=== csr_write_sequencer ===
csr_write_sequencer/met1.png
The bar under the picture is 50 um long.
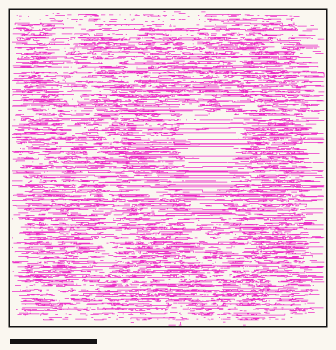

File: src/rtl/csr_write_sequencer.sv
// Drains a bundle of up to three CSR writes onto a single CSR write port in slot order,
// with a pipeline ready handshake and a pending-write lookup for the CSR read stage.
module csr_write_sequencer #(
  parameter int unsigned DATA_W = 64,
  parameter int unsigned ADDR_W = 12,
  parameter int unsigned CNT_W  = 32
) (
  input  logic              clk,
  input  logic              rst,
  input  logic              in_valid,
  output logic              in_ready,
  input  logic [2:0]        in_en,
  input  logic [ADDR_W-1:0] in_addr0,
  input  logic [ADDR_W-1:0] in_addr1,
  input  logic [ADDR_W-1:0] in_addr2,
  input  logic [DATA_W-1:0] in_data0,
  input  logic [DATA_W-1:0] in_data1,
  input  logic [DATA_W-1:0] in_data2,
  output logic              csr_we,
  output logic [ADDR_W-1:0] csr_waddr,
  output logic [DATA_W-1:0] csr_wdata,
  input  logic              csr_wready,
  input  logic [ADDR_W-1:0] chk_addr,
  output logic              chk_hit,
  output logic [DATA_W-1:0] chk_data,
  output logic [CNT_W-1:0]  wr_count
);

  localparam int unsigned NSLOT = 3;

  typedef enum logic {
    IDLE  = 1'b0,
    DRAIN = 1'b1
  } state_e;

  state_e              state_q, state_d;
  logic [NSLOT-1:0]    pending_q, pending_d;
  logic [ADDR_W-1:0]   addr_q [NSLOT];
  logic [ADDR_W-1:0]   addr_d [NSLOT];
  logic [DATA_W-1:0]   data_q [NSLOT];
  logic [DATA_W-1:0]   data_d [NSLOT];
  logic [CNT_W-1:0]    wr_count_q, wr_count_d;
  logic                in_ready_q, in_ready_d;
  logic [1:0]          sel;
  logic                we;

  // Lowest-index pending slot is the one on the write port
  always_comb begin
    sel = 2'd0;
    if (pending_q[0])      sel = 2'd0;
    else if (pending_q[1]) sel = 2'd1;
    else                   sel = 2'd2;
  end

  assign we = (state_q == DRAIN) && (pending_q != '0);

  always_comb begin
    state_d    = state_q;
    pending_d  = pending_q;
    addr_d     = addr_q;
    data_d     = data_q;
    wr_count_d = wr_count_q;
    case (state_q)
      IDLE: begin
        if (in_valid && in_ready_q) begin
          pending_d = in_en;
          addr_d[0] = in_addr0;
          addr_d[1] = in_addr1;
          addr_d[2] = in_addr2;
          data_d[0] = in_data0;
          data_d[1] = in_data1;
          data_d[2] = in_data2;
          if (in_en != '0) state_d = DRAIN;
        end
      end
      DRAIN: begin
        if (!we) begin
          state_d = IDLE;
        end else if (csr_wready) begin
          pending_d[sel] = 1'b0;
          wr_count_d     = wr_count_q + CNT_W'(1);
          if (pending_d == '0) state_d = IDLE;
        end
      end
      default: state_d = IDLE;
    endcase
    in_ready_d = (state_d == IDLE);
  end

  always_ff @(posedge clk) begin
    if (rst) begin
      state_q    <= IDLE;
      pending_q  <= '0;
      addr_q     <= '{default: '0};
      data_q     <= '{default: '0};
      wr_count_q <= '0;
      in_ready_q <= 1'b1;
    end else begin
      state_q    <= state_d;
      pending_q  <= pending_d;
      addr_q     <= addr_d;
      data_q     <= data_d;
      wr_count_q <= wr_count_d;
      in_ready_q <= in_ready_d;
    end
  end

  assign in_ready  = in_ready_q;
  assign csr_we    = we;
  assign csr_waddr = we ? addr_q[sel] : '0;
  assign csr_wdata = we ? data_q[sel] : '0;
  assign wr_count  = wr_count_q;

  // Higher slot overrides lower: it is the value the CSR will finally hold
  always_comb begin
    chk_hit  = 1'b0;
    chk_data = '0;
    for (int unsigned i = 0; i < NSLOT; i++) begin
      if (pending_q[i] && (addr_q[i] == chk_addr)) begin
        chk_hit  = 1'b1;
        chk_data = data_q[i];
      end
    end
  end

endmodule
File: config.mk
export PLATFORM = sky130hd
export DESIGN_NAME = csr_write_sequencer
export DESIGN_NICKNAME = d
export VERILOG_FILES = /design/src/rtl/csr_write_sequencer.sv
export SDC_FILE = /design/constraint.sdc
export NUM_CORES = 1
export LEC_CHECK = 0
export CAP_MARGIN = 30
export CORE_MARGIN = 1
export CORE_UTILIZATION = 44
export CTS_BUF_LIST = sky130_fd_sc_hd__clkbuf_8
export DETAILED_ROUTE_END_ITERATION = 10
export PLACE_DENSITY_LB_ADDON = 0.12
export SLEW_MARGIN = 20
export SYNTH_ARGS = -nofsm -noshare
export SYNTH_HDL_FRONTEND = slang
export SYNTH_SLANG_ARGS = --single-unit
File: constraint.sdc
create_clock -name clk -period 2.07 [get_ports clk]
set_input_delay 0.414 -clock clk [delete_from_list [all_inputs] [get_ports clk]]
set_output_delay 0.414 -clock clk [all_outputs]
set_load 0.03 [all_outputs]
=== memory_request_credit_scheduler ===
<file path="config.mk">
export PLATFORM = sky130hd
export DESIGN_NAME = memory_request_credit_scheduler
export DESIGN_NICKNAME = d
export VERILOG_FILES = /design/src/rtl/memory_request_credit_scheduler.sv
export SDC_FILE = /design/constraint.sdc
export NUM_CORES = 1
export LEC_CHECK = 0
export CORE_AREA = 2 2 137 139
export DETAILED_ROUTE_END_ITERATION = 16
export DIE_AREA = 0 0 139 141
export PLACE_DENSITY_LB_ADDON = 0.08
export SLEW_MARGIN = 10
export SYNTH_ARGS = -nofsm -noshare
export SYNTH_HDL_FRONTEND = slang
export SYNTH_SLANG_ARGS = --single-unit
</file>
<file path="constraint.sdc">
create_clock -name ap_clk -period 11.12 [get_ports ap_clk]
set_input_delay 2.224 -clock ap_clk [delete_from_list [all_inputs] [get_ports ap_clk]]
set_output_delay 2.224 -clock ap_clk [all_outputs]
set_load 0.05 [all_outputs]
</file>
<file path="src/rtl/memory_request_credit_scheduler.sv">
// Round-robin memory request scheduler with per-requester burst hold,
// outstanding-credit limits and an enable/drain sequencer.
module memory_request_credit_scheduler #(
    parameter int NUM_MEMORY_REQUESTOR = 4,
    parameter int PAYLOAD_WIDTH        = 64,
    parameter int MAX_OUTSTANDING      = 8,
    parameter int ID_WIDTH             = (NUM_MEMORY_REQUESTOR > 1) ? $clog2(NUM_MEMORY_REQUESTOR) : 1,
    parameter int CNT_WIDTH            = $clog2(MAX_OUTSTANDING + 1)
) (
    input  logic                                          ap_clk,
    input  logic                                          areset,
    input  logic                                          cfg_enable_in,
    input  logic [CNT_WIDTH-1:0]                          cfg_credit_limit_in,
    input  logic [3:0]                                    cfg_burst_in,
    input  logic [NUM_MEMORY_REQUESTOR-1:0]               req_valid_in,
    input  logic [NUM_MEMORY_REQUESTOR*PAYLOAD_WIDTH-1:0] req_payload_in,
    output logic [NUM_MEMORY_REQUESTOR-1:0]               req_ready_out,
    output logic                                          mem_valid_out,
    output logic [PAYLOAD_WIDTH-1:0]                      mem_payload_out,
    output logic [ID_WIDTH-1:0]                           mem_id_out,
    input  logic                                          mem_ready_in,
    input  logic                                          rsp_valid_in,
    input  logic [ID_WIDTH-1:0]                           rsp_id_in,
    output logic                                          idle_out,
    output logic                                          credit_error_out
);

    localparam int          N  = NUM_MEMORY_REQUESTOR;
    localparam int unsigned NU = N;

    typedef enum logic [1:0] {S_IDLE, S_ARB, S_DRAIN} state_t;

    state_t                 state_q, state_d;
    logic [CNT_WIDTH-1:0]   limit_q, limit_d;
    logic [3:0]             burst_q, burst_d;
    logic [CNT_WIDTH-1:0]   count_q [N];
    logic [CNT_WIDTH-1:0]   count_d [N];
    logic [ID_WIDTH-1:0]    owner_q, owner_d;
    logic [ID_WIDTH-1:0]    rr_q, rr_d;
    logic [3:0]             bcnt_q, bcnt_d;
    logic                   mem_valid_q, mem_valid_d;
    logic [PAYLOAD_WIDTH-1:0] mem_payload_q, mem_payload_d;
    logic [ID_WIDTH-1:0]    mem_id_q, mem_id_d;
    logic                   err_q, err_d;

    logic [N-1:0]           eligible;
    logic                   burst_active;
    logic                   slot_free;
    logic                   grant_vld;
    logic [ID_WIDTH-1:0]    grant_id;
    logic [ID_WIDTH-1:0]    cand;
    logic [31:0]            base;
    logic                   accept;
    logic                   rsp_ok, rsp_err;
    logic                   all_zero_d;
    logic [3:0]             nb;

    always_comb begin
        for (int unsigned i = 0; i < NU; i++) begin
            eligible[i] = req_valid_in[i] && (count_q[i] < limit_q);
        end
    end

    assign burst_active = (bcnt_q != 4'd0);
    assign slot_free    = !mem_valid_q || mem_ready_in;

    // An active burst always has bcnt < burst (it clears on reaching burst), so
    // rotating from the owner grants it first when still eligible, and otherwise
    // behaves as a search from owner+1.
    always_comb begin
        grant_vld = 1'b0;
        grant_id  = '0;
        cand      = '0;
        base      = burst_active ? 32'(owner_q) : 32'(rr_q);
        for (int unsigned k = 0; k < NU; k++) begin
            cand = ID_WIDTH'((base + k) % NU);
            if (!grant_vld && eligible[cand]) begin
                grant_vld = 1'b1;
                grant_id  = cand;
            end
        end
    end

    assign accept = (state_q == S_ARB) && slot_free && grant_vld;

    always_comb begin
        req_ready_out = '0;
        if (accept) req_ready_out[grant_id] = 1'b1;
    end

    always_comb begin
        rsp_ok  = 1'b0;
        rsp_err = 1'b0;
        if (rsp_valid_in) begin
            if ((int'(rsp_id_in) < N) && (count_q[rsp_id_in] != '0)) rsp_ok  = 1'b1;
            else                                                      rsp_err = 1'b1;
        end
        all_zero_d = 1'b1;
        for (int unsigned i = 0; i < NU; i++) begin
            count_d[i] = count_q[i];
            if (accept && (grant_id == ID_WIDTH'(i)) && !(rsp_ok && (rsp_id_in == ID_WIDTH'(i))))
                count_d[i] = count_q[i] + CNT_WIDTH'(1);
            else if (rsp_ok && (rsp_id_in == ID_WIDTH'(i)) && !(accept && (grant_id == ID_WIDTH'(i))))
                count_d[i] = count_q[i] - CNT_WIDTH'(1);
            if (count_d[i] != '0) all_zero_d = 1'b0;
        end
        err_d = err_q | rsp_err;
    end

    always_comb begin
        owner_d       = owner_q;
        rr_d          = rr_q;
        bcnt_d        = bcnt_q;
        nb            = 4'd1;
        mem_valid_d   = mem_valid_q;
        mem_payload_d = mem_payload_q;
        mem_id_d      = mem_id_q;
        if (accept) begin
            nb      = (burst_active && (grant_id == owner_q)) ? bcnt_q + 4'd1 : 4'd1;
            owner_d = grant_id;
            if (nb >= burst_q) begin
                rr_d   = (grant_id == ID_WIDTH'(N - 1)) ? '0 : grant_id + ID_WIDTH'(1);
                bcnt_d = 4'd0;
            end else begin
                bcnt_d = nb;
            end
            mem_valid_d   = 1'b1;
            mem_payload_d = req_payload_in[32'(grant_id)*PAYLOAD_WIDTH +: PAYLOAD_WIDTH];
            mem_id_d      = grant_id;
        end else if (mem_ready_in) begin
            mem_valid_d = 1'b0;
        end
    end

    always_comb begin
        state_d = state_q;
        limit_d = limit_q;
        burst_d = burst_q;
        unique case (state_q)
            S_IDLE: if (cfg_enable_in) begin
                state_d = S_ARB;
                limit_d = ((cfg_credit_limit_in == '0) ||
                           (cfg_credit_limit_in > CNT_WIDTH'(MAX_OUTSTANDING)))
                          ? CNT_WIDTH'(MAX_OUTSTANDING) : cfg_credit_limit_in;
                burst_d = (cfg_burst_in == 4'd0) ? 4'd1 : cfg_burst_in;
            end
            S_ARB:   if (!cfg_enable_in) state_d = S_DRAIN;
            S_DRAIN: begin
                if (cfg_enable_in)                    state_d = S_ARB;
                else if (!mem_valid_d && all_zero_d)  state_d = S_IDLE;
            end
            default: state_d = S_IDLE;
        endcase
    end

    always_ff @(posedge ap_clk or posedge areset) begin
        if (areset) begin
            state_q       <= S_IDLE;
            limit_q       <= '0;
            burst_q       <= 4'd1;
            owner_q       <= '0;
            rr_q          <= '0;
            bcnt_q        <= 4'd0;
            mem_valid_q   <= 1'b0;
            mem_payload_q <= '0;
            mem_id_q      <= '0;
            err_q         <= 1'b0;
            for (int unsigned i = 0; i < NU; i++) count_q[i] <= '0;
        end else begin
            state_q       <= state_d;
            limit_q       <= limit_d;
            burst_q       <= burst_d;
            owner_q       <= owner_d;
            rr_q          <= rr_d;
            bcnt_q        <= bcnt_d;
            mem_valid_q   <= mem_valid_d;
            mem_payload_q <= mem_payload_d;
            mem_id_q      <= mem_id_d;
            err_q         <= err_d;
            for (int unsigned i = 0; i < NU; i++) count_q[i] <= count_d[i];
        end
    end

    assign mem_valid_out    = mem_valid_q;
    assign mem_payload_out  = mem_payload_q;
    assign mem_id_out       = mem_id_q;
    assign idle_out         = (state_q == S_IDLE);
    assign credit_error_out = err_q;

endmodule

</file>
=== coin_accumulator ===
**config.mk**
```make
export PLATFORM = sky130hd
export DESIGN_NAME = coin_accumulator
export DESIGN_NICKNAME = d
export VERILOG_FILES = /design/src/rtl/coin_accumulator.sv
export SDC_FILE = /design/constraint.sdc
export NUM_CORES = 1
export LEC_CHECK = 0
export CAP_MARGIN = 20
export CORE_MARGIN = 1
export CORE_UTILIZATION = 50
export CTS_BUF_LIST = sky130_fd_sc_hd__clkbuf_16
export DETAILED_ROUTE_END_ITERATION = 10
export PLACE_DENSITY = 0.79
export SLEW_MARGIN = 20
export SYNTH_ARGS = -nofsm -noshare
export SYNTH_HDL_FRONTEND = slang
export SYNTH_SLANG_ARGS = --single-unit
```
**constraint.sdc**
```tcl
create_clock -name clk_i -period 4.69 [get_ports clk_i]
set_input_delay 0.7035 -clock clk_i [delete_from_list [all_inputs] [get_ports clk_i]]
set_output_delay 0.7035 -clock clk_i [all_outputs]
set_load 0.01 [all_outputs]
```
**src/rtl/coin_accumulator.sv**
```systemverilog
// Coin credit collector: sums nickel/dime/quarter pulses, strobes exceed_o when the
// credit reaches PRICE, and handles cancel/refund and coin rejection.
module coin_accumulator #(
  parameter int unsigned PRICE = 20
) (
  input  logic       clk_i,
  input  logic       rst_ni,
  input  logic       nickel_i,
  input  logic       dime_i,
  input  logic       quarter_i,
  input  logic       cancel_i,
  output logic [5:0] deposit_o,
  output logic       exceed_o,
  output logic       coin_reject_o,
  output logic       refund_o,
  output logic [5:0] refund_amt_o
);

  localparam logic [1:0] ST_IDLE    = 2'd0;
  localparam logic [1:0] ST_COLLECT = 2'd1;
  localparam logic [1:0] ST_VEND    = 2'd2;

  logic [1:0] state_q, state_d;
  logic [5:0] credit_q, credit_d;
  logic       exceed_q, exceed_d;
  logic       reject_q, reject_d;
  logic       refund_q, refund_d;
  logic [5:0] refund_amt_q, refund_amt_d;

  logic       any_coin;
  logic       valid_coin;
  logic [5:0] coin_val;
  logic [5:0] sum;

  assign any_coin   = nickel_i | dime_i | quarter_i;
  assign valid_coin = (nickel_i ^ dime_i ^ quarter_i) & ~(nickel_i & dime_i & quarter_i);

  always_comb begin
    coin_val = 6'd0;
    if (nickel_i)  coin_val = 6'd5;
    if (dime_i)    coin_val = 6'd10;
    if (quarter_i) coin_val = 6'd25;
  end

  // Max credit is PRICE - 5 + 25 <= 63, so the 6-bit add cannot wrap.
  assign sum = credit_q + coin_val;

  always_comb begin
    state_d      = state_q;
    credit_d     = credit_q;
    exceed_d     = 1'b0;
    reject_d     = 1'b0;
    refund_d     = 1'b0;
    refund_amt_d = 6'd0;

    case (state_q)
      ST_IDLE, ST_COLLECT: begin
        if (cancel_i && state_q == ST_COLLECT) begin
          refund_d     = 1'b1;
          refund_amt_d = credit_q;
          credit_d     = 6'd0;
          reject_d     = any_coin;
          state_d      = ST_IDLE;
        end else if (valid_coin) begin
          credit_d = sum;
          if (sum >= 6'(PRICE)) begin
            state_d  = ST_VEND;
            exceed_d = 1'b1;
          end else begin
            state_d = ST_COLLECT;
          end
        end else if (any_coin) begin
          reject_d = 1'b1;
        end
      end
      ST_VEND: begin
        credit_d = 6'd0;
        reject_d = any_coin;
        state_d  = ST_IDLE;
      end
      default: begin
        state_d  = ST_IDLE;
        credit_d = 6'd0;
      end
    endcase
  end

  always_ff @(posedge clk_i) begin
    if (!rst_ni) begin
      state_q      <= ST_IDLE;
      credit_q     <= 6'd0;
      exceed_q     <= 1'b0;
      reject_q     <= 1'b0;
      refund_q     <= 1'b0;
      refund_amt_q <= 6'd0;
    end else begin
      state_q      <= state_d;
      credit_q     <= credit_d;
      exceed_q     <= exceed_d;
      reject_q     <= reject_d;
      refund_q     <= refund_d;
      refund_amt_q <= refund_amt_d;
    end
  end

  assign deposit_o     = credit_q;
  assign exceed_o      = exceed_q;
  assign coin_reject_o = reject_q;
  assign refund_o      = refund_q;
  assign refund_amt_o  = refund_amt_q;

endmodule

```
coin_accumulator/final_clocks.png
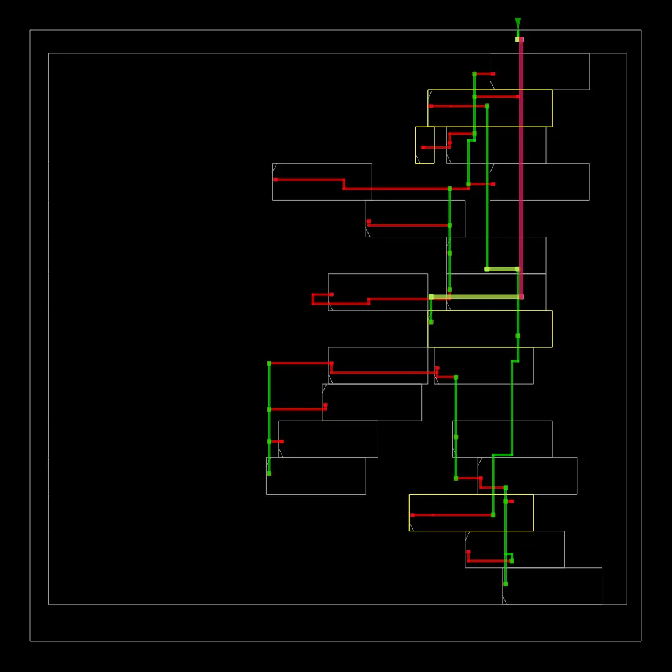
later-pin clock latency in the skew report: 0.24 ns
Clock Power: 0.000164 W
Worst Skew: 0.00267 ns

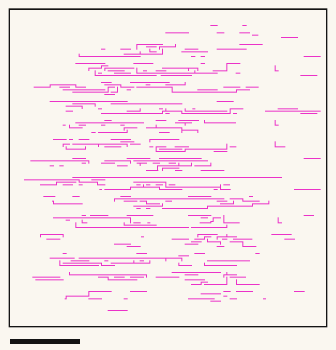
coin_accumulator/met1.png
The bar under the picture is 10 um long.
- nets with wire on the layer: 127
- wire length on this layer: 816 um
- main direction: horizontal

==> results.txt, coin_accumulator <==
run results: min-delay src=deposit_o[0], number of fill cells in the layout=141, clock transition at the registers of the reported paths=0.05 ns, die area=2050 um2, status=finished clean, nets=141, die width=45.2 um, antenna cells=0, syn avg cell area=9.25 um2, startpoint types=primary input, Basic Gates by Area=23.2%, PwrDens=400 nW/um2, CTS Hold Buffers Added=0, Comb/total area=45.8%, Netlist cell types=31
-- coin_accumulator: Yosys cell counts, drive strengths merged --
master and number:
xnor2 3, o31ai 1, a31oi 1, o211ai 1, o21bai 2, nand2 9
inv 6, clkbuf 1, mux2 1, nor2 7, o21a 1, and3 2
ha 8, dfxtp 17, or3 1, nand3 1, nor3 4, or2 2
o22ai 1, a221oi 1, fa 2, and2 7, mux2i 2, nor2b 4
a21oi 7, o21ai 2, nand2b 5, a211oi 2
-- coin_accumulator: routing by layer --
layer	part of all wire [%]	wire [um]	vias up	track usage [%]
met1	46	815	334	25.7
met3	1.7	31	2	2.40
met2	51	915	19	36.2
met4	1.1	19	0	11.5
met5	0	0	-	0
li1	-	-	388	-
-- coin_accumulator: flip-flops by register name (all words and copies together), names as in the netlist --
signal / cells
refund_o: 1
deposit_o: 6
refund_amt_o: 6
exceed_o: 1
state_q: 2
coin_reject_o: 1
-- coin_accumulator: per-stage QoR --
stage | hold WS [ns] | setup WS [ns]
2_1_floorplan | 0.485 | 2.19
3_3_place_gp | 0.494 | 1.51
3_5_place_dp | 0.503 | 1.46
4_1_cts | 0.509 | 1.70
5_1_grt | 0.550 | 1.54
6_report | 0.512 | 1.71
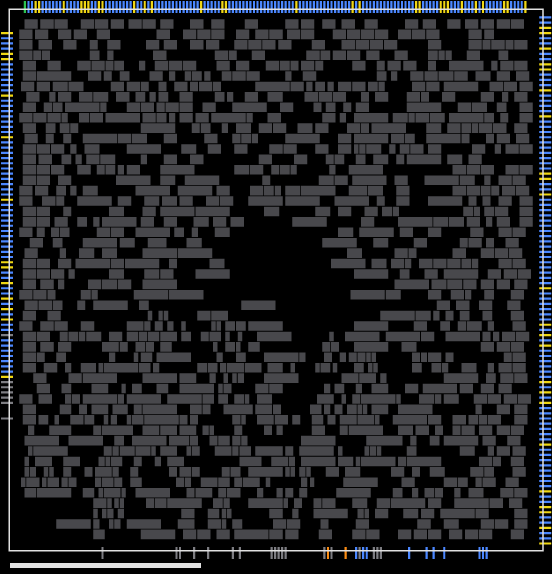
memory_request_credit_scheduler/pins.png
The bar under the picture is 50 um long. Pins as bars across the die edge, other pins in grey.
- green: areset (pins 1; direction input; edge top)
- yellow: mem_payload_out (pins 64; direction output; edge 28 top, 23 right, 13 left)
- orange: mem_id_out (pins 2; direction output; edge bottom)
- blue: req_payload_in (pins 256; direction input; edge 114 top, 79 right, 53 left, 10 bottom)
die width: 139 um
Die H: 141 um
# port buffers: 347

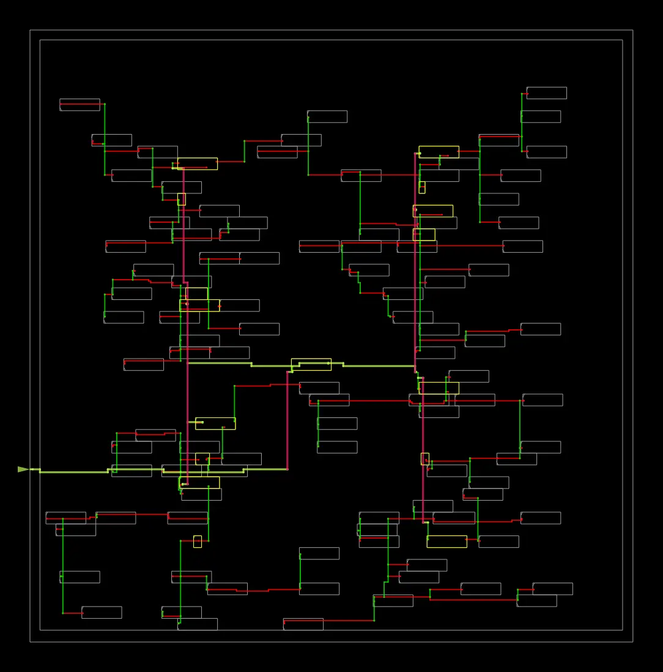
memory_request_credit_scheduler/final_clocks.png
Sink Count: 100
Worst Skew: 0.0119 ns
later-pin clock latency in the skew report: 0.35 ns

==> results.txt, memory_request_credit_scheduler <==
run results: Crit. End Element=output pin, fin area=11,000 um2, Core Util, Final=60.1%, worst r2r src=bcnt_q[0], XOR Share, Synth=1.95%, Pint=0.00186 W, final slew viol count=0, CP max stage delay=0.85 ns, Tot Pwr=0.00383 W, clock period minus worst slack=8.41 ns, Setup Crit Path Kind=primary input to output pin, status=finished clean, post_cts resized=0, setup TNS=0 ns, Initial DRC Count=190, highest routed metal layer=met4, static leakage=4.36 nW, I/O pins=348, number of fill cells in the layout=1,606
-- memory_request_credit_scheduler: layout make-up --
cell class | count | area [um2] | area share (%)
antenna | 2 | 5.00 | 0.0456
clock buffer | 12 | 256 | 2.34
clock inverter | 4 | 23.8 | 0.217
inverter | 28 | 108 | 0.981
multi-input combinational | 548 | 4250 | 38.7
sequential | 100 | 2500 | 22.8
tap | 234 | 293 | 2.67
timing repair buffer | 353 | 3530 | 32.2
-- memory_request_credit_scheduler: power groups by stage --
stage / Clock (W) / Combinational [W] / Sequential, W
3_3_place_gp: 0 / 0.00283 / 0.000673
2_1_floorplan: 0 / 0.00170 / 0.00109
5_1_grt: 0.000330 / 0.00310 / 0.000705
4_1_cts: 0.000316 / 0.00286 / 0.000677
6_report: 0.000305 / 0.00285 / 0.000676
3_5_place_dp: 0 / 0.00286 / 0.000681
-- memory_request_credit_scheduler: worst register-to-register path: cells and delay by family (launching register included) --
family	cells	cell delay [ns]
adder cells (fa/ha/maj)	2	0.37
multiplexers	2	0.70
buffers and inverters	4	1.37
AND/OR/NAND/NOR	6	1.67
XOR/XNOR	1	0.26
AND-OR/OR-AND	3	0.64
flip-flops	1	0.40
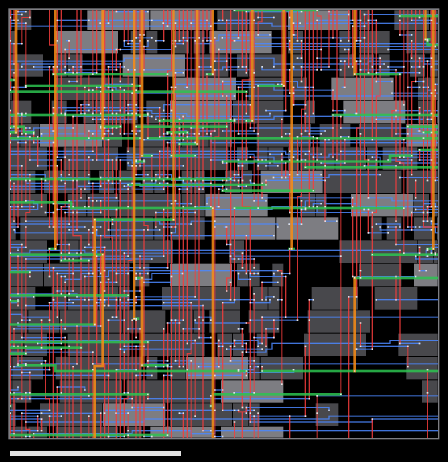
csr_write_sequencer/zoom.png
The bar under the picture is 20 um long. Region (66, 102) to (116, 152) um. Cells in grey, sequential cells in the stronger grey; small squares are vias.
- green: met3
- orange: met4
- red: met2
- blue: met1
- netlist names of flops here include: data_q (23)
- cells with their middle in the window: 175
- sequential cells in the window: 23
- most frequent: nand2_1 (36), a21oi_1 (24), dfxtp_1 (23)

About csr_write_sequencer/met1.png:
- nets with wire on the layer: 2,401
- share of all routed wire: 39%
- main direction: horizontal
- longest straight run: 53.8 um
- wire length on this layer: 24.2 mm

==> results.txt, csr_write_sequencer <==
run results: Seq/total area=22.4%, met2 GRT Util=53.8%, Initial DRC Count=1,834, Netlist cell types=42, Post-Syn Area=14,100 um2, failing checks=setup timing, pre-CTS setup slack=-1.11 ns, routability cong.=0.927, post_cts resized=518, area occupied by multi-input gates=9600 um2, clkbuf count=60, vias in the first global route=16,300, # setup viols final=142, Basic Gates by Area=28.6%, FF+latch area=5320 um2, post-route worst setup slack=-1.11 ns, HP Class=primary input to register, largest net degree at the start of global routing=67, syn nets=2,223, share of cells above drive strength 1=27.0%, CP max stage delay=0.43 ns, Initial DRT Pass Iterations=6, GRT overflow=0, placed cell area=20,100 um2, later-pin clock latency in the skew report=0.57 ns, clock period minus worst slack=3.18 ns, Root Buffer=clkbuf_8, status=complete, but fails checks
## csr_write_sequencer: routing by layer
layer | wire (um) | part of all wire (%)
met1 | 24200 | 39
met2 | 28400 | 45
met3 | 6710 | 11
met4 | 3360 | 5.4
met5 | 13 | 0.021
## csr_write_sequencer: where the power goes
part / internal, W / switching, W / total (W)
Clock: 0.00271 / 0.00227 / 0.00498
Sequential: 0.00541 / 0.000290 / 0.00570
Combinational: 0.00145 / 0.00166 / 0.00311
## csr_write_sequencer: flip-flops by register name, summed over array words and instances (netlist names)
signal / flops
data_q: 192
addr_q: 36
wr_count: 32
pending_q: 3
in_ready: 1
state_q: 1
## csr_write_sequencer: final timing paths
check,from,end,slack [ns]
setup / recovery,addr_q[12],chk_data[2],-1.11
hold / removal,rst,data_q[181],0.36
hold reg to reg,data_q[113],data_q[113],0.47
setup reg to reg,pending_q[1],wr_count[5],0.06
## csr_write_sequencer: metrics by stage
step	util (%)	hold WS, ns	setup TNS (ns)
floorplan	-	0.449	-3.96
global placement	63.7	0.455	-72.20
detailed placement	63.7	0.462	-73.76
CTS	71.3	0.327	-98.22
global route	75.2	0.372	-110.88
finish	75.3	0.363	-99.56

=== fwd_hazard_ctrl ===
## src/rtl/fwd_hazard_ctrl.sv

```systemverilog
// Forwarding-select and hazard controller for a 5-stage in-order pipeline.
// It tracks the EX/MEM/WB producers and drives stall, bubble and flush controls.
module fwd_hazard_ctrl #(
    parameter int REG_AW = 5,
    parameter int CNT_W  = 16
) (
    input  logic              clk,
    input  logic              rst_n,
    input  logic              id_valid,
    input  logic [REG_AW-1:0] id_rs1,
    input  logic [REG_AW-1:0] id_rs2,
    input  logic              id_use_rs1,
    input  logic              id_use_rs2,
    input  logic [REG_AW-1:0] id_rd,
    input  logic              id_reg_write,
    input  logic              id_is_load,
    input  logic              ex_branch_taken,
    input  logic              stall_ext,
    output logic [1:0]        fwd_rs1_sel,
    output logic [1:0]        fwd_rs2_sel,
    output logic              stall_if_id,
    output logic              bubble_ex,
    output logic              flush_if_id,
    output logic [CNT_W-1:0]  stall_cnt
);

    typedef struct packed {
        logic              valid;
        logic [REG_AW-1:0] rd;
        logic              reg_write;
        logic              is_load;
    } slot_t;

    slot_t             ex_q, ex_d, mem_q, mem_d, wb_q, wb_d;
    logic [1:0]        sel1_q, sel1_d, sel2_q, sel2_d;
    logic [CNT_W-1:0]  cnt_q, cnt_d;
    logic              load_use;
    slot_t             id_slot;

    // Register x0 never carries a produced value, so it never matches.
    function automatic logic hit(slot_t s, logic [REG_AW-1:0] rs, logic use_rs);
        return use_rs && s.valid && s.reg_write && (s.rd != '0) && (s.rd == rs);
    endfunction

    function automatic logic [1:0] pick(slot_t ex_s, slot_t mem_s,
                                        logic [REG_AW-1:0] rs, logic use_rs);
        if (hit(ex_s, rs, use_rs))       return 2'b01;
        else if (hit(mem_s, rs, use_rs)) return 2'b10;
        else                             return 2'b00;
    endfunction

    always_comb begin
        id_slot = '{valid: id_valid, rd: id_rd, reg_write: id_reg_write, is_load: id_is_load};
        load_use = id_valid && ex_q.is_load &&
                   (hit(ex_q, id_rs1, id_use_rs1) || hit(ex_q, id_rs2, id_use_rs2));
    end

    always_comb begin
        stall_if_id = 1'b0;
        bubble_ex   = 1'b0;
        flush_if_id = 1'b0;
        if (stall_ext) begin
            stall_if_id = 1'b1;
        end else if (ex_branch_taken) begin
            flush_if_id = 1'b1;
            bubble_ex   = 1'b1;
        end else if (load_use) begin
            stall_if_id = 1'b1;
            bubble_ex   = 1'b1;
        end
    end

    // A frozen cycle keeps everything; otherwise the slots shift and EX takes ID or a bubble.
    always_comb begin
        ex_d   = ex_q;
        mem_d  = mem_q;
        wb_d   = wb_q;
        sel1_d = sel1_q;
        sel2_d = sel2_q;
        cnt_d  = cnt_q;
        if (!stall_ext) begin
            mem_d = ex_q;
            wb_d  = mem_q;
            if (bubble_ex) begin
                ex_d   = '0;
                sel1_d = 2'b00;
                sel2_d = 2'b00;
            end else begin
                ex_d   = id_slot;
                sel1_d = pick(ex_q, mem_q, id_rs1, id_use_rs1);
                sel2_d = pick(ex_q, mem_q, id_rs2, id_use_rs2);
            end
            if (load_use && !ex_branch_taken && (cnt_q != {CNT_W{1'b1}})) begin
                cnt_d = cnt_q + CNT_W'(1);
            end
        end
    end

    always_ff @(posedge clk or negedge rst_n) begin
        if (!rst_n) begin
            ex_q   <= '0;
            mem_q  <= '0;
            wb_q   <= '0;
            sel1_q <= 2'b00;
            sel2_q <= 2'b00;
            cnt_q  <= '0;
        end else begin
            ex_q   <= ex_d;
            mem_q  <= mem_d;
            wb_q   <= wb_d;
            sel1_q <= sel1_d;
            sel2_q <= sel2_d;
            cnt_q  <= cnt_d;
        end
    end

    assign fwd_rs1_sel = sel1_q;
    assign fwd_rs2_sel = sel2_q;
    assign stall_cnt   = cnt_q;

endmodule

```

## config.mk

```make
export PLATFORM = sky130hd
export DESIGN_NAME = fwd_hazard_ctrl
export DESIGN_NICKNAME = d
export VERILOG_FILES = /design/src/rtl/fwd_hazard_ctrl.sv
export SDC_FILE = /design/constraint.sdc
export NUM_CORES = 1
export LEC_CHECK = 0
export ABC_AREA = 1
export CORE_UTILIZATION = 51
export CTS_BUF_LIST = sky130_fd_sc_hd__clkbuf_4 sky130_fd_sc_hd__clkbuf_8 sky130_fd_sc_hd__clkbuf_16
export DETAILED_ROUTE_END_ITERATION = 12
export GPL_TIMING_DRIVEN = 0
export PLACE_DENSITY = 0.8
export REMOVE_ABC_BUFFERS = 1
export SLEW_MARGIN = 20
export SYNTH_ARGS = -nofsm -noshare
export SYNTH_HDL_FRONTEND = slang
export SYNTH_SLANG_ARGS = --single-unit
```

## constraint.sdc

```tcl
create_clock -name clk -period 1.9 [get_ports clk]
set_input_delay 0.38 -clock clk [delete_from_list [all_inputs] [get_ports clk]]
set_output_delay 0.38 -clock clk [all_outputs]
set_load 0.005 [all_outputs]
```

=== rsb_spec_controller_flat ===
### config.mk
export PLATFORM = sky130hd
export DESIGN_NAME = rsb_spec_controller_flat
export DESIGN_NICKNAME = d
export VERILOG_FILES = /design/src/rtl/rsb_spec_controller_pkg.sv /design/src/rtl/rsb_spec_controller_if.sv /design/src/rtl/rsb_spec_controller_undo_journal.sv /design/src/rtl/rsb_spec_controller.sv /design/src/flat_wrapper.sv
export SDC_FILE = /design/constraint.sdc
export NUM_CORES = 1
export LEC_CHECK = 0
export ABC_AREA = 1
export CAP_MARGIN = 20
export CORE_AREA = 4 4 179 146
export DETAILED_ROUTE_END_ITERATION = 8
export DIE_AREA = 0 0 183 150
export DONT_BUFFER_PORTS = 1
export PLACE_DENSITY = 0.7
export SLEW_MARGIN = 5
export SYNTH_ARGS = -nofsm -noshare
export SYNTH_HDL_FRONTEND = slang
export SYNTH_HIERARCHICAL = 1
export SYNTH_SLANG_ARGS = --single-unit
### constraint.sdc
create_clock -name clk_i -period 4.25 [get_ports clk_i]
set_input_delay 0.85 -clock clk_i [delete_from_list [all_inputs] [get_ports clk_i]]
set_output_delay 0.85 -clock clk_i [all_outputs]
set_load 0.01 [all_outputs]
### src/rtl/rsb_spec_controller_pkg.sv
// Shared types for the return-stack-buffer speculation controller:
// journal op codes, the journal entry layout and the controller FSM states.
package rsb_spec_controller_pkg;

    localparam int RSB_ADDR_WIDTH    = 32;
    localparam int RSB_STACK_DEPTH   = 8;
    localparam int RSB_JOURNAL_DEPTH = 8;

    // What a journaled speculative op did to the RSB, so it can be undone.
    typedef enum logic [1:0] {
        RSB_OP_NONE,
        RSB_OP_PUSH,
        RSB_OP_POP,
        RSB_OP_REPLACE
    } rsb_op_e;

    // addr holds the RSB top that the op destroyed (POP / REPLACE only).
    typedef struct packed {
        rsb_op_e                   op;
        logic [RSB_ADDR_WIDTH-1:0] addr;
    } rsb_journal_entry_t;

    typedef enum logic {
        CTRL_RUN,
        CTRL_UNWIND
    } ctrl_state_e;

endpackage

### src/rtl/rsb_spec_controller_if.sv
// Command/status bus between the speculation controller (master) and the
// return stack buffer (slave). top_addr/top_valid are the RSB's live top.
interface rsb_spec_controller_if #(
    parameter int ADDR_WIDTH = 32
);
    logic                  push_en;
    logic [ADDR_WIDTH-1:0] push_addr;
    logic                  pop_en;
    logic [ADDR_WIDTH-1:0] top_addr;
    logic                  top_valid;

    modport master (output push_en, push_addr, pop_en, input top_addr, top_valid);
    modport slave  (input push_en, push_addr, pop_en, output top_addr, top_valid);
endinterface

### src/rtl/rsb_spec_controller_undo_journal.sv
// Double-ended undo journal: new entries enter at the write pointer, unwind
// takes them back from the same end (LIFO), commit retires from the read
// pointer (FIFO). Caller never pushes and pops in the same cycle.
module rsb_undo_journal
    import rsb_spec_controller_pkg::*;
#(
    parameter int JOURNAL_DEPTH = 8
) (
    input  logic                          clk_i,
    input  logic                          rst_i,
    input  logic                          push_en,
    input  rsb_journal_entry_t            push_entry,
    input  logic                          pop_en,
    input  logic                          retire_en,
    output rsb_journal_entry_t            newest_entry,
    output logic [$clog2(JOURNAL_DEPTH):0] count,
    output logic                          full,
    output logic                          empty
);
    localparam int PW = $clog2(JOURNAL_DEPTH);
    localparam int CW = PW + 1;

    rsb_journal_entry_t mem_reg [JOURNAL_DEPTH];
    logic [PW-1:0]      wr_ptr_reg;
    logic [PW-1:0]      rd_ptr_reg;
    logic [CW-1:0]      count_reg;
    logic [CW-1:0]      count_next;
    logic [PW-1:0]      newest_idx;
    logic               push_ok;
    logic               pop_ok;
    logic               retire_ok;

    assign full         = (count_reg == CW'(JOURNAL_DEPTH));
    assign empty        = (count_reg == '0);
    assign count        = count_reg;
    assign push_ok      = push_en && !full;
    assign pop_ok       = pop_en && !empty;
    assign retire_ok    = retire_en && !empty;
    assign newest_idx   = wr_ptr_reg - PW'(1);
    assign newest_entry = mem_reg[newest_idx];
    assign count_next   = count_reg + CW'(push_ok) - CW'(pop_ok) - CW'(retire_ok);

    // Pointer and count bookkeeping; pointers wrap naturally (power-of-2 depth).
    always_ff @(posedge clk_i) begin
        if (rst_i) begin
            wr_ptr_reg <= '0;
            rd_ptr_reg <= '0;
            count_reg  <= '0;
        end else begin
            if (push_ok)        wr_ptr_reg <= wr_ptr_reg + PW'(1);
            else if (pop_ok)    wr_ptr_reg <= newest_idx;
            if (retire_ok)      rd_ptr_reg <= rd_ptr_reg + PW'(1);
            count_reg <= count_next;
        end
    end

    // Entry storage.
    always_ff @(posedge clk_i) begin
        if (!rst_i && push_ok) mem_reg[wr_ptr_reg] <= push_entry;
    end
endmodule

### src/rtl/rsb_spec_controller.sv
// Speculation controller for the return stack buffer: classifies fetch
// call/return ops into RSB commands, journals what each op destroyed, retires
// entries on commit and unwinds newest-first on flush.
module rsb_spec_controller
    import rsb_spec_controller_pkg::*;
#(
    parameter int ADDR_WIDTH    = RSB_ADDR_WIDTH,
    parameter int STACK_DEPTH   = RSB_STACK_DEPTH,
    parameter int JOURNAL_DEPTH = RSB_JOURNAL_DEPTH
) (
    input  logic                           clk_i,
    input  logic                           rst_i,
    input  logic                           fe_valid_i,
    input  logic                           fe_call_i,
    input  logic                           fe_ret_i,
    input  logic [ADDR_WIDTH-1:0]          fe_ret_addr_i,
    output logic                           fe_ready_o,
    output logic                           pred_valid_o,
    output logic [ADDR_WIDTH-1:0]          pred_target_o,
    input  logic                           commit_i,
    input  logic                           flush_i,
    rsb_spec_controller_if.master          rsb,
    output logic                           busy_o,
    output logic [$clog2(STACK_DEPTH):0]   occupancy_o
);
    localparam int OW  = $clog2(STACK_DEPTH) + 1;
    localparam int JCW = $clog2(JOURNAL_DEPTH) + 1;

    ctrl_state_e        state_reg;
    logic               busy_reg;
    logic [OW-1:0]      occ_reg;
    logic [OW-1:0]      occ_next;
    logic               run;
    logic               occ_empty;
    logic               occ_full;
    logic               accept;
    logic               commit_eff;
    logic               undo;
    logic               j_push;
    rsb_journal_entry_t j_entry;
    rsb_journal_entry_t j_newest;
    logic [JCW-1:0]     j_count;
    logic [JCW-1:0]     j_count_next;
    logic               j_full;
    logic               j_empty;
    logic               push_en;
    logic               pop_en;
    logic [ADDR_WIDTH-1:0] push_addr;

    assign run           = (state_reg == CTRL_RUN);
    assign occ_empty     = (occ_reg == '0);
    assign occ_full      = (occ_reg == OW'(STACK_DEPTH));
    assign fe_ready_o    = !rst_i && run && !flush_i && !j_full;
    assign accept        = fe_valid_i && fe_ready_o;
    assign pred_valid_o  = !rst_i && run && fe_valid_i && fe_ret_i && !occ_empty;
    assign pred_target_o = rsb.top_addr;
    assign commit_eff    = !rst_i && commit_i && !j_empty;
    // A lone remaining entry that is committed this cycle needs no undo.
    assign undo          = !rst_i && !run && !j_empty && !(commit_eff && j_count == JCW'(1));
    assign j_push        = accept && (fe_call_i || fe_ret_i);
    assign j_count_next  = j_count + JCW'(j_push) - JCW'(commit_eff) - JCW'(undo);
    assign rsb.push_en   = push_en;
    assign rsb.pop_en    = pop_en;
    assign rsb.push_addr = push_addr;
    assign busy_o        = busy_reg;
    assign occupancy_o   = occ_reg;

    // Zero-latency RSB commands: classify accepted ops, or undo the newest entry.
    always_comb begin
        push_en       = 1'b0;
        pop_en        = 1'b0;
        push_addr     = '0;
        occ_next      = occ_reg;
        j_entry.op    = RSB_OP_NONE;
        j_entry.addr  = '0;
        if (accept) begin
            unique case ({fe_call_i, fe_ret_i})
                2'b10: if (!occ_full) begin
                    push_en    = 1'b1;
                    push_addr  = fe_ret_addr_i;
                    j_entry.op = RSB_OP_PUSH;
                    occ_next   = occ_reg + OW'(1);
                end
                2'b01: if (!occ_empty) begin
                    pop_en       = 1'b1;
                    j_entry.op   = RSB_OP_POP;
                    j_entry.addr = RSB_ADDR_WIDTH'(rsb.top_addr);
                    occ_next     = occ_reg - OW'(1);
                end
                2'b11: begin
                    if (occ_empty) begin
                        push_en    = 1'b1;
                        push_addr  = fe_ret_addr_i;
                        j_entry.op = RSB_OP_PUSH;
                        occ_next   = occ_reg + OW'(1);
                    end else if (occ_full) begin
                        // No room to push after the pop: the call's address is dropped.
                        pop_en       = 1'b1;
                        j_entry.op   = RSB_OP_POP;
                        j_entry.addr = RSB_ADDR_WIDTH'(rsb.top_addr);
                        occ_next     = occ_reg - OW'(1);
                    end else begin
                        push_en      = 1'b1;
                        pop_en       = 1'b1;
                        push_addr    = fe_ret_addr_i;
                        j_entry.op   = RSB_OP_REPLACE;
                        j_entry.addr = RSB_ADDR_WIDTH'(rsb.top_addr);
                    end
                end
                default: ;
            endcase
        end else if (undo) begin
            unique case (j_newest.op)
                RSB_OP_PUSH: begin
                    pop_en   = 1'b1;
                    occ_next = occ_reg - OW'(1);
                end
                RSB_OP_POP: begin
                    push_en   = 1'b1;
                    push_addr = ADDR_WIDTH'(j_newest.addr);
                    occ_next  = occ_reg + OW'(1);
                end
                RSB_OP_REPLACE: begin
                    push_en   = 1'b1;
                    pop_en    = 1'b1;
                    push_addr = ADDR_WIDTH'(j_newest.addr);
                end
                default: ;
            endcase
        end
    end

    // RUN/UNWIND FSM with registered busy flag and shadow occupancy.
    always_ff @(posedge clk_i) begin
        if (rst_i) begin
            state_reg <= CTRL_RUN;
            busy_reg  <= 1'b0;
            occ_reg   <= '0;
        end else begin
            occ_reg <= occ_next;
            unique case (state_reg)
                CTRL_RUN: if (flush_i && j_count_next != '0) begin
                    state_reg <= CTRL_UNWIND;
                    busy_reg  <= 1'b1;
                end
                CTRL_UNWIND: if (j_count_next == '0) begin
                    state_reg <= CTRL_RUN;
                    busy_reg  <= 1'b0;
                end
                default: begin
                    state_reg <= CTRL_RUN;
                    busy_reg  <= 1'b0;
                end
            endcase
        end
    end

    rsb_undo_journal #(
        .JOURNAL_DEPTH (JOURNAL_DEPTH)
    ) u_journal (
        .clk_i        (clk_i),
        .rst_i        (rst_i),
        .push_en      (j_push),
        .push_entry   (j_entry),
        .pop_en       (undo),
        .retire_en    (commit_eff),
        .newest_entry (j_newest),
        .count        (j_count),
        .full         (j_full),
        .empty        (j_empty)
    );
endmodule

### src/flat_wrapper.sv
// flat-port wrapper written by rule: the top's interface ports become plain ports
module rsb_spec_controller_flat import rsb_spec_controller_pkg::*;
#(
    parameter int ADDR_WIDTH    = RSB_ADDR_WIDTH,
    parameter int STACK_DEPTH   = RSB_STACK_DEPTH,
    parameter int JOURNAL_DEPTH = RSB_JOURNAL_DEPTH
)
  (clk_i, rst_i, fe_valid_i, fe_call_i, fe_ret_i, fe_ret_addr_i, fe_ready_o, pred_valid_o, pred_target_o, commit_i, flush_i, busy_o, occupancy_o, rsb_push_en, rsb_push_addr, rsb_pop_en, rsb_top_addr, rsb_top_valid);
  rsb_spec_controller_if #(.ADDR_WIDTH(ADDR_WIDTH)) rsb_i ();
  input  logic clk_i;
  input  logic rst_i;
  input  logic fe_valid_i;
  input  logic fe_call_i;
  input  logic fe_ret_i;
  input  logic [ADDR_WIDTH-1:0] fe_ret_addr_i;
  output logic fe_ready_o;
  output logic pred_valid_o;
  output logic [ADDR_WIDTH-1:0] pred_target_o;
  input  logic commit_i;
  input  logic flush_i;
  output logic busy_o;
  output logic [$clog2(STACK_DEPTH):0] occupancy_o;
  output wire logic [$bits(rsb_i.push_en)-1:0] rsb_push_en;
  output wire logic [$bits(rsb_i.push_addr)-1:0] rsb_push_addr;
  output wire logic [$bits(rsb_i.pop_en)-1:0] rsb_pop_en;
  input wire logic [$bits(rsb_i.top_addr)-1:0] rsb_top_addr;
  input wire logic [$bits(rsb_i.top_valid)-1:0] rsb_top_valid;
  assign rsb_push_en = rsb_i.push_en;
  assign rsb_push_addr = rsb_i.push_addr;
  assign rsb_pop_en = rsb_i.pop_en;
  assign rsb_i.top_addr = rsb_top_addr;
  assign rsb_i.top_valid = rsb_top_valid;
  rsb_spec_controller #(.ADDR_WIDTH(ADDR_WIDTH), .STACK_DEPTH(STACK_DEPTH), .JOURNAL_DEPTH(JOURNAL_DEPTH)) u_core (.clk_i(clk_i), .rst_i(rst_i), .fe_valid_i(fe_valid_i), .fe_call_i(fe_call_i), .fe_ret_i(fe_ret_i), .fe_ret_addr_i(fe_ret_addr_i), .fe_ready_o(fe_ready_o), .pred_valid_o(pred_valid_o), .pred_target_o(pred_target_o), .commit_i(commit_i), .flush_i(flush_i), .rsb(rsb_i), .busy_o(busy_o), .occupancy_o(occupancy_o));
endmodule
rsb_spec_controller_flat/zoom.png
The bar under the picture is 20 um long. Region (66, 80) to (116, 130) um. Cells in grey, sequential cells in the stronger grey; small squares are vias.
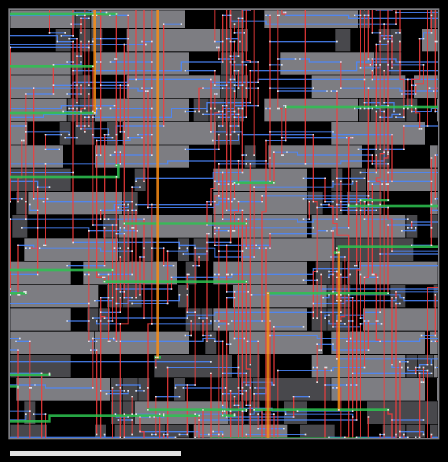
- orange: met4
- red: met2
- blue: met1
- green: met3
- most frequent: edfxtp_1 (45), nor2_1 (36), o21ai_0 (17)
- sequential cells in the window: 45
- netlist names of flops here include: u_core/u_journal/mem_reg (45)
- cells with their middle in the window: 144

==> results.txt, rsb_spec_controller_flat <==
run results: GRT overflow=0, cts bufs inserted=28, status=finished clean, Switching Power=0.00129 W, die area=27,500 um2, buffer share of cell area=1.70%, setup TNS=0 ns, via count=8,625, I/O pins=145, FF+latch area=8430 um2, worst r2r src=u_core/u_journal/count[2], CP max-delay cell=ha_2, Clock Power=0.00228 W, post-CTS setup buffers=0, Crit. End Element=output pin, clock period minus worst slack=4.09 ns, Adder Share, Synth=2.16%, Setup Crit Path Kind=register to output pin, met3 WL post-DR=1750 um, Dominant cell area share=61.7%, nets=1,319, Initial Utilization=54.6%, wl on met1=12,700 um, RSZ-0062 raised after global routing=no, yosys synthesis chip area=13,200 um2, Top cells excl fill/tap=edfxtp_1, nor2_1, inv_1, routability cong.=0.826
## rsb_spec_controller_flat: Yosys cell counts (4+ instances only)
cell type	count
nand2_2	4
clkbuf_1	17
a21oi_1	9
inv_1	143
ha_1	18
nor2_1	260
buf_2	20
buf_4	46
nand2_1	124
dfxtp_1	13
buf_6	8
nand3_1	57
o21ai_1	64
o21ai_2	28
edfxtp_1	272
clkbuf_2	4
inv_2	7
o21ai_0	114
o22ai_1	34
## rsb_spec_controller_flat: per-stage QoR
stage                     area [um2]  hold WS (ns)  cells  power [W]  worst slack, ns
final                          14200         0.378   1564    0.00576            0.165
after floorplan                13200         0.549   1267    0.00347            0.682
after global placement         13300         0.564   1514    0.00352            0.667
after global routing           14200         0.362   1564    0.00597           0.0141
after CTS                      14200         0.359   1564    0.00579           0.0171
after detailed placement       13300         0.588   1514    0.00353            0.653
## rsb_spec_controller_flat: final timing paths
path                                                       end  cells past startpoint  slack (ns)
worst max register to register                   u_core/busy_o                     18        1.04
worst min-delay path            u_core/u_journal/wr_ptr_reg[0]                      1        0.38
worst min register to register                   u_core/busy_o                      3        0.60
worst max-delay path                         rsb_push_addr[15]                     11        0.16
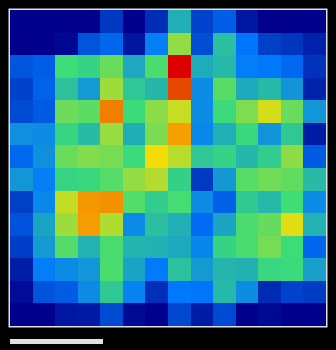
fwd_hazard_ctrl/wire_density.png
The bar under the picture is 20 um long. The die is cut into 14 by 14 equal tiles; dark blue is low, red is high, scaled to the fullest tile. Values are wire area over tile area, all layers added.
- tiles over half the peak: 25%
- densest ninth of the die: centre
- nearly empty tiles: 9.2%
- fullest tile: 0.57
- mean over tiles: 0.20
WL final: 5800 um
WL/cell: 13.7 um
gr usage total: 26.9%
via count: 2,195

==> results.txt, fwd_hazard_ctrl <==
run results: register share after synthesis=39.4%, final antenna-violating net count=0, Initial Utilization=54.4%, RSZ-0062 raised after global routing=yes, Max Freq=491 MHz, Synth Area in Compound Gates=7.48%, Tot Pwr=0.00174 W, Seq/total area=29.2%, crit path from=ex_q[2], cts bufs inserted=5, post-route worst setup slack=-0.138 ns, Worst EP arrival=1.66 ns, status=complete, but fails checks, failing checks=setup timing, Slew @ Worst Pin=0.470 ns, # setup viols final=14, met3 Usage GRT=4.50%, Hold Fails Final Rpt=0, critical-path cell list=xnor2_1 > nand2_1 > nor2_2 > nand2_2 > nand2_4 > nand2_2 > nand2_2 > nand2_4 > inv_2 > buf_6, pre-CTS setup slack=-0.975 ns, drt drc=0
## fwd_hazard_ctrl: synth_stat cells
library cell / instances / area [um2]
clkinv_1: 1 / 3.75
buf_4: 1 / 7.51
a21oi_1: 1 / 5.00
nand3_2: 1 / 10.0
o22ai_1: 1 / 6.26
buf_2: 2 / 10.0
dfrtp_1: 35 / 876
buf_6: 1 / 11.3
nor2_4: 1 / 11.3
nand3_4: 1 / 17.5
nor2_2: 3 / 18.8
o21bai_1: 16 / 120
or2_2: 1 / 6.26
nand4_2: 1 / 12.5
xor2_1: 5 / 43.8
clkbuf_1: 2 / 7.51
o21ai_0: 7 / 35.0
nand2_2: 3 / 18.8
nand4_1: 12 / 75.1
xnor2_1: 12 / 105
nor2_1: 24 / 90.1
nor3_1: 9 / 45.0
nand2_1: 76 / 285
inv_1: 50 / 188
nor4_1: 2 / 12.5
nand2_4: 1 / 11.3
buf_1: 1 / 3.75
nand3_1: 31 / 155
ha_1: 1 / 12.5
inv_2: 5 / 18.8
## fwd_hazard_ctrl: worst max-delay path: cells and delay by family, from the launching register on
family	cells	cell delay, ns
buffers and inverters	2	0.16
DFF	1	0.44
xor gates and xnor gates	1	0.20
and+or+nand+nor	7	0.58

==> layout pictures side by side <==
I/O pins on the die edge.
shot_01.png
The bar under the picture is 50 um long. Pins as bars across the die edge, other pins in grey.
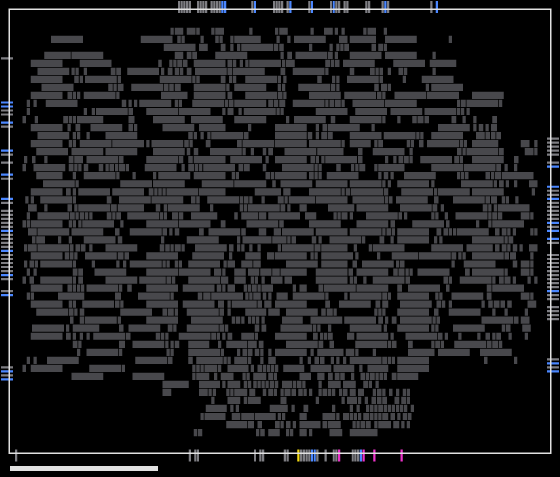
shot_02.png
The bar under the picture is 20 um long. Pins as bars across the die edge, other pins in grey.
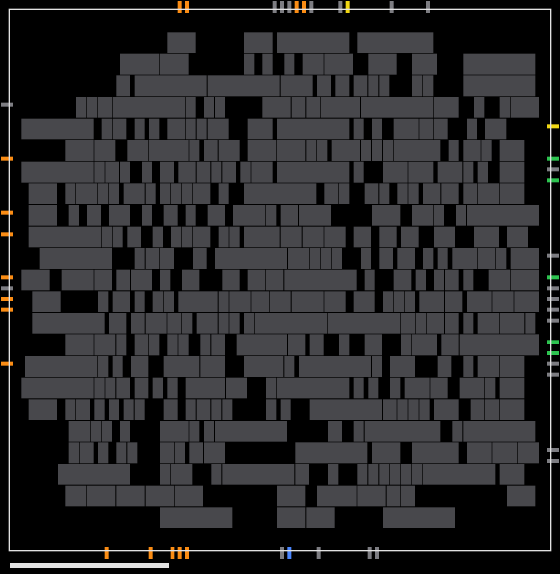
For rsb_spec_controller_flat, see shot_01.png.
For fwd_hazard_ctrl, see shot_02.png.



## Gallery

Clock wiring as the flow saved it.
(a)
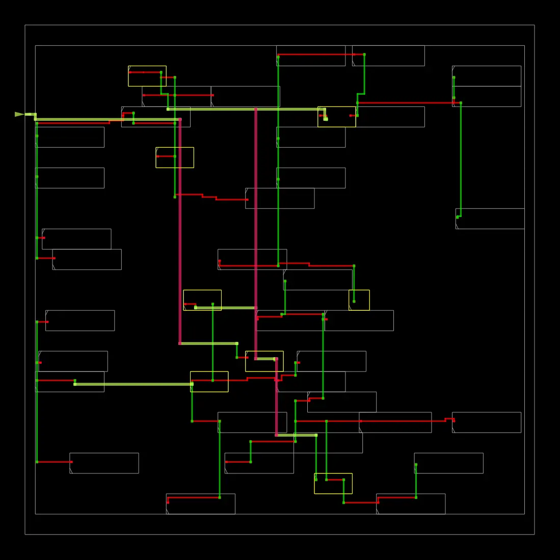
(b)
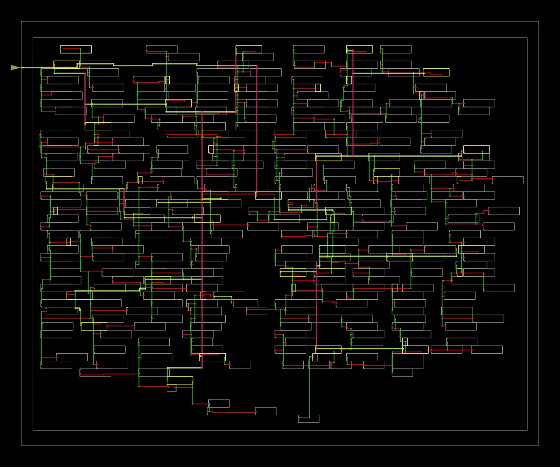
(c)
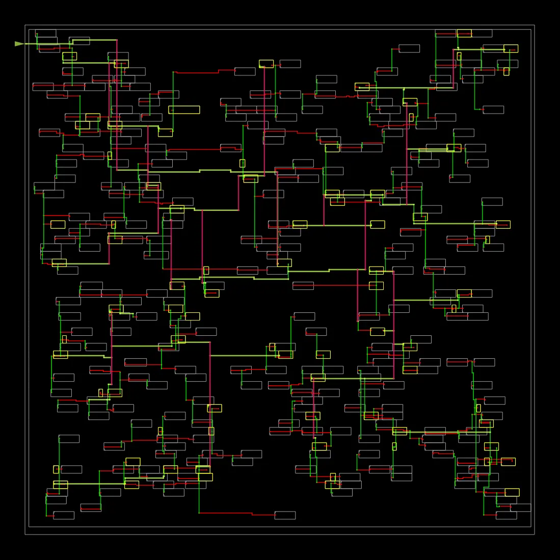
fwd_hazard_ctrl is (a).
csr_write_sequencer is (c).
rsb_spec_controller_flat is (b).

No activity file was given, so power comes from the tool's default toggle rates.
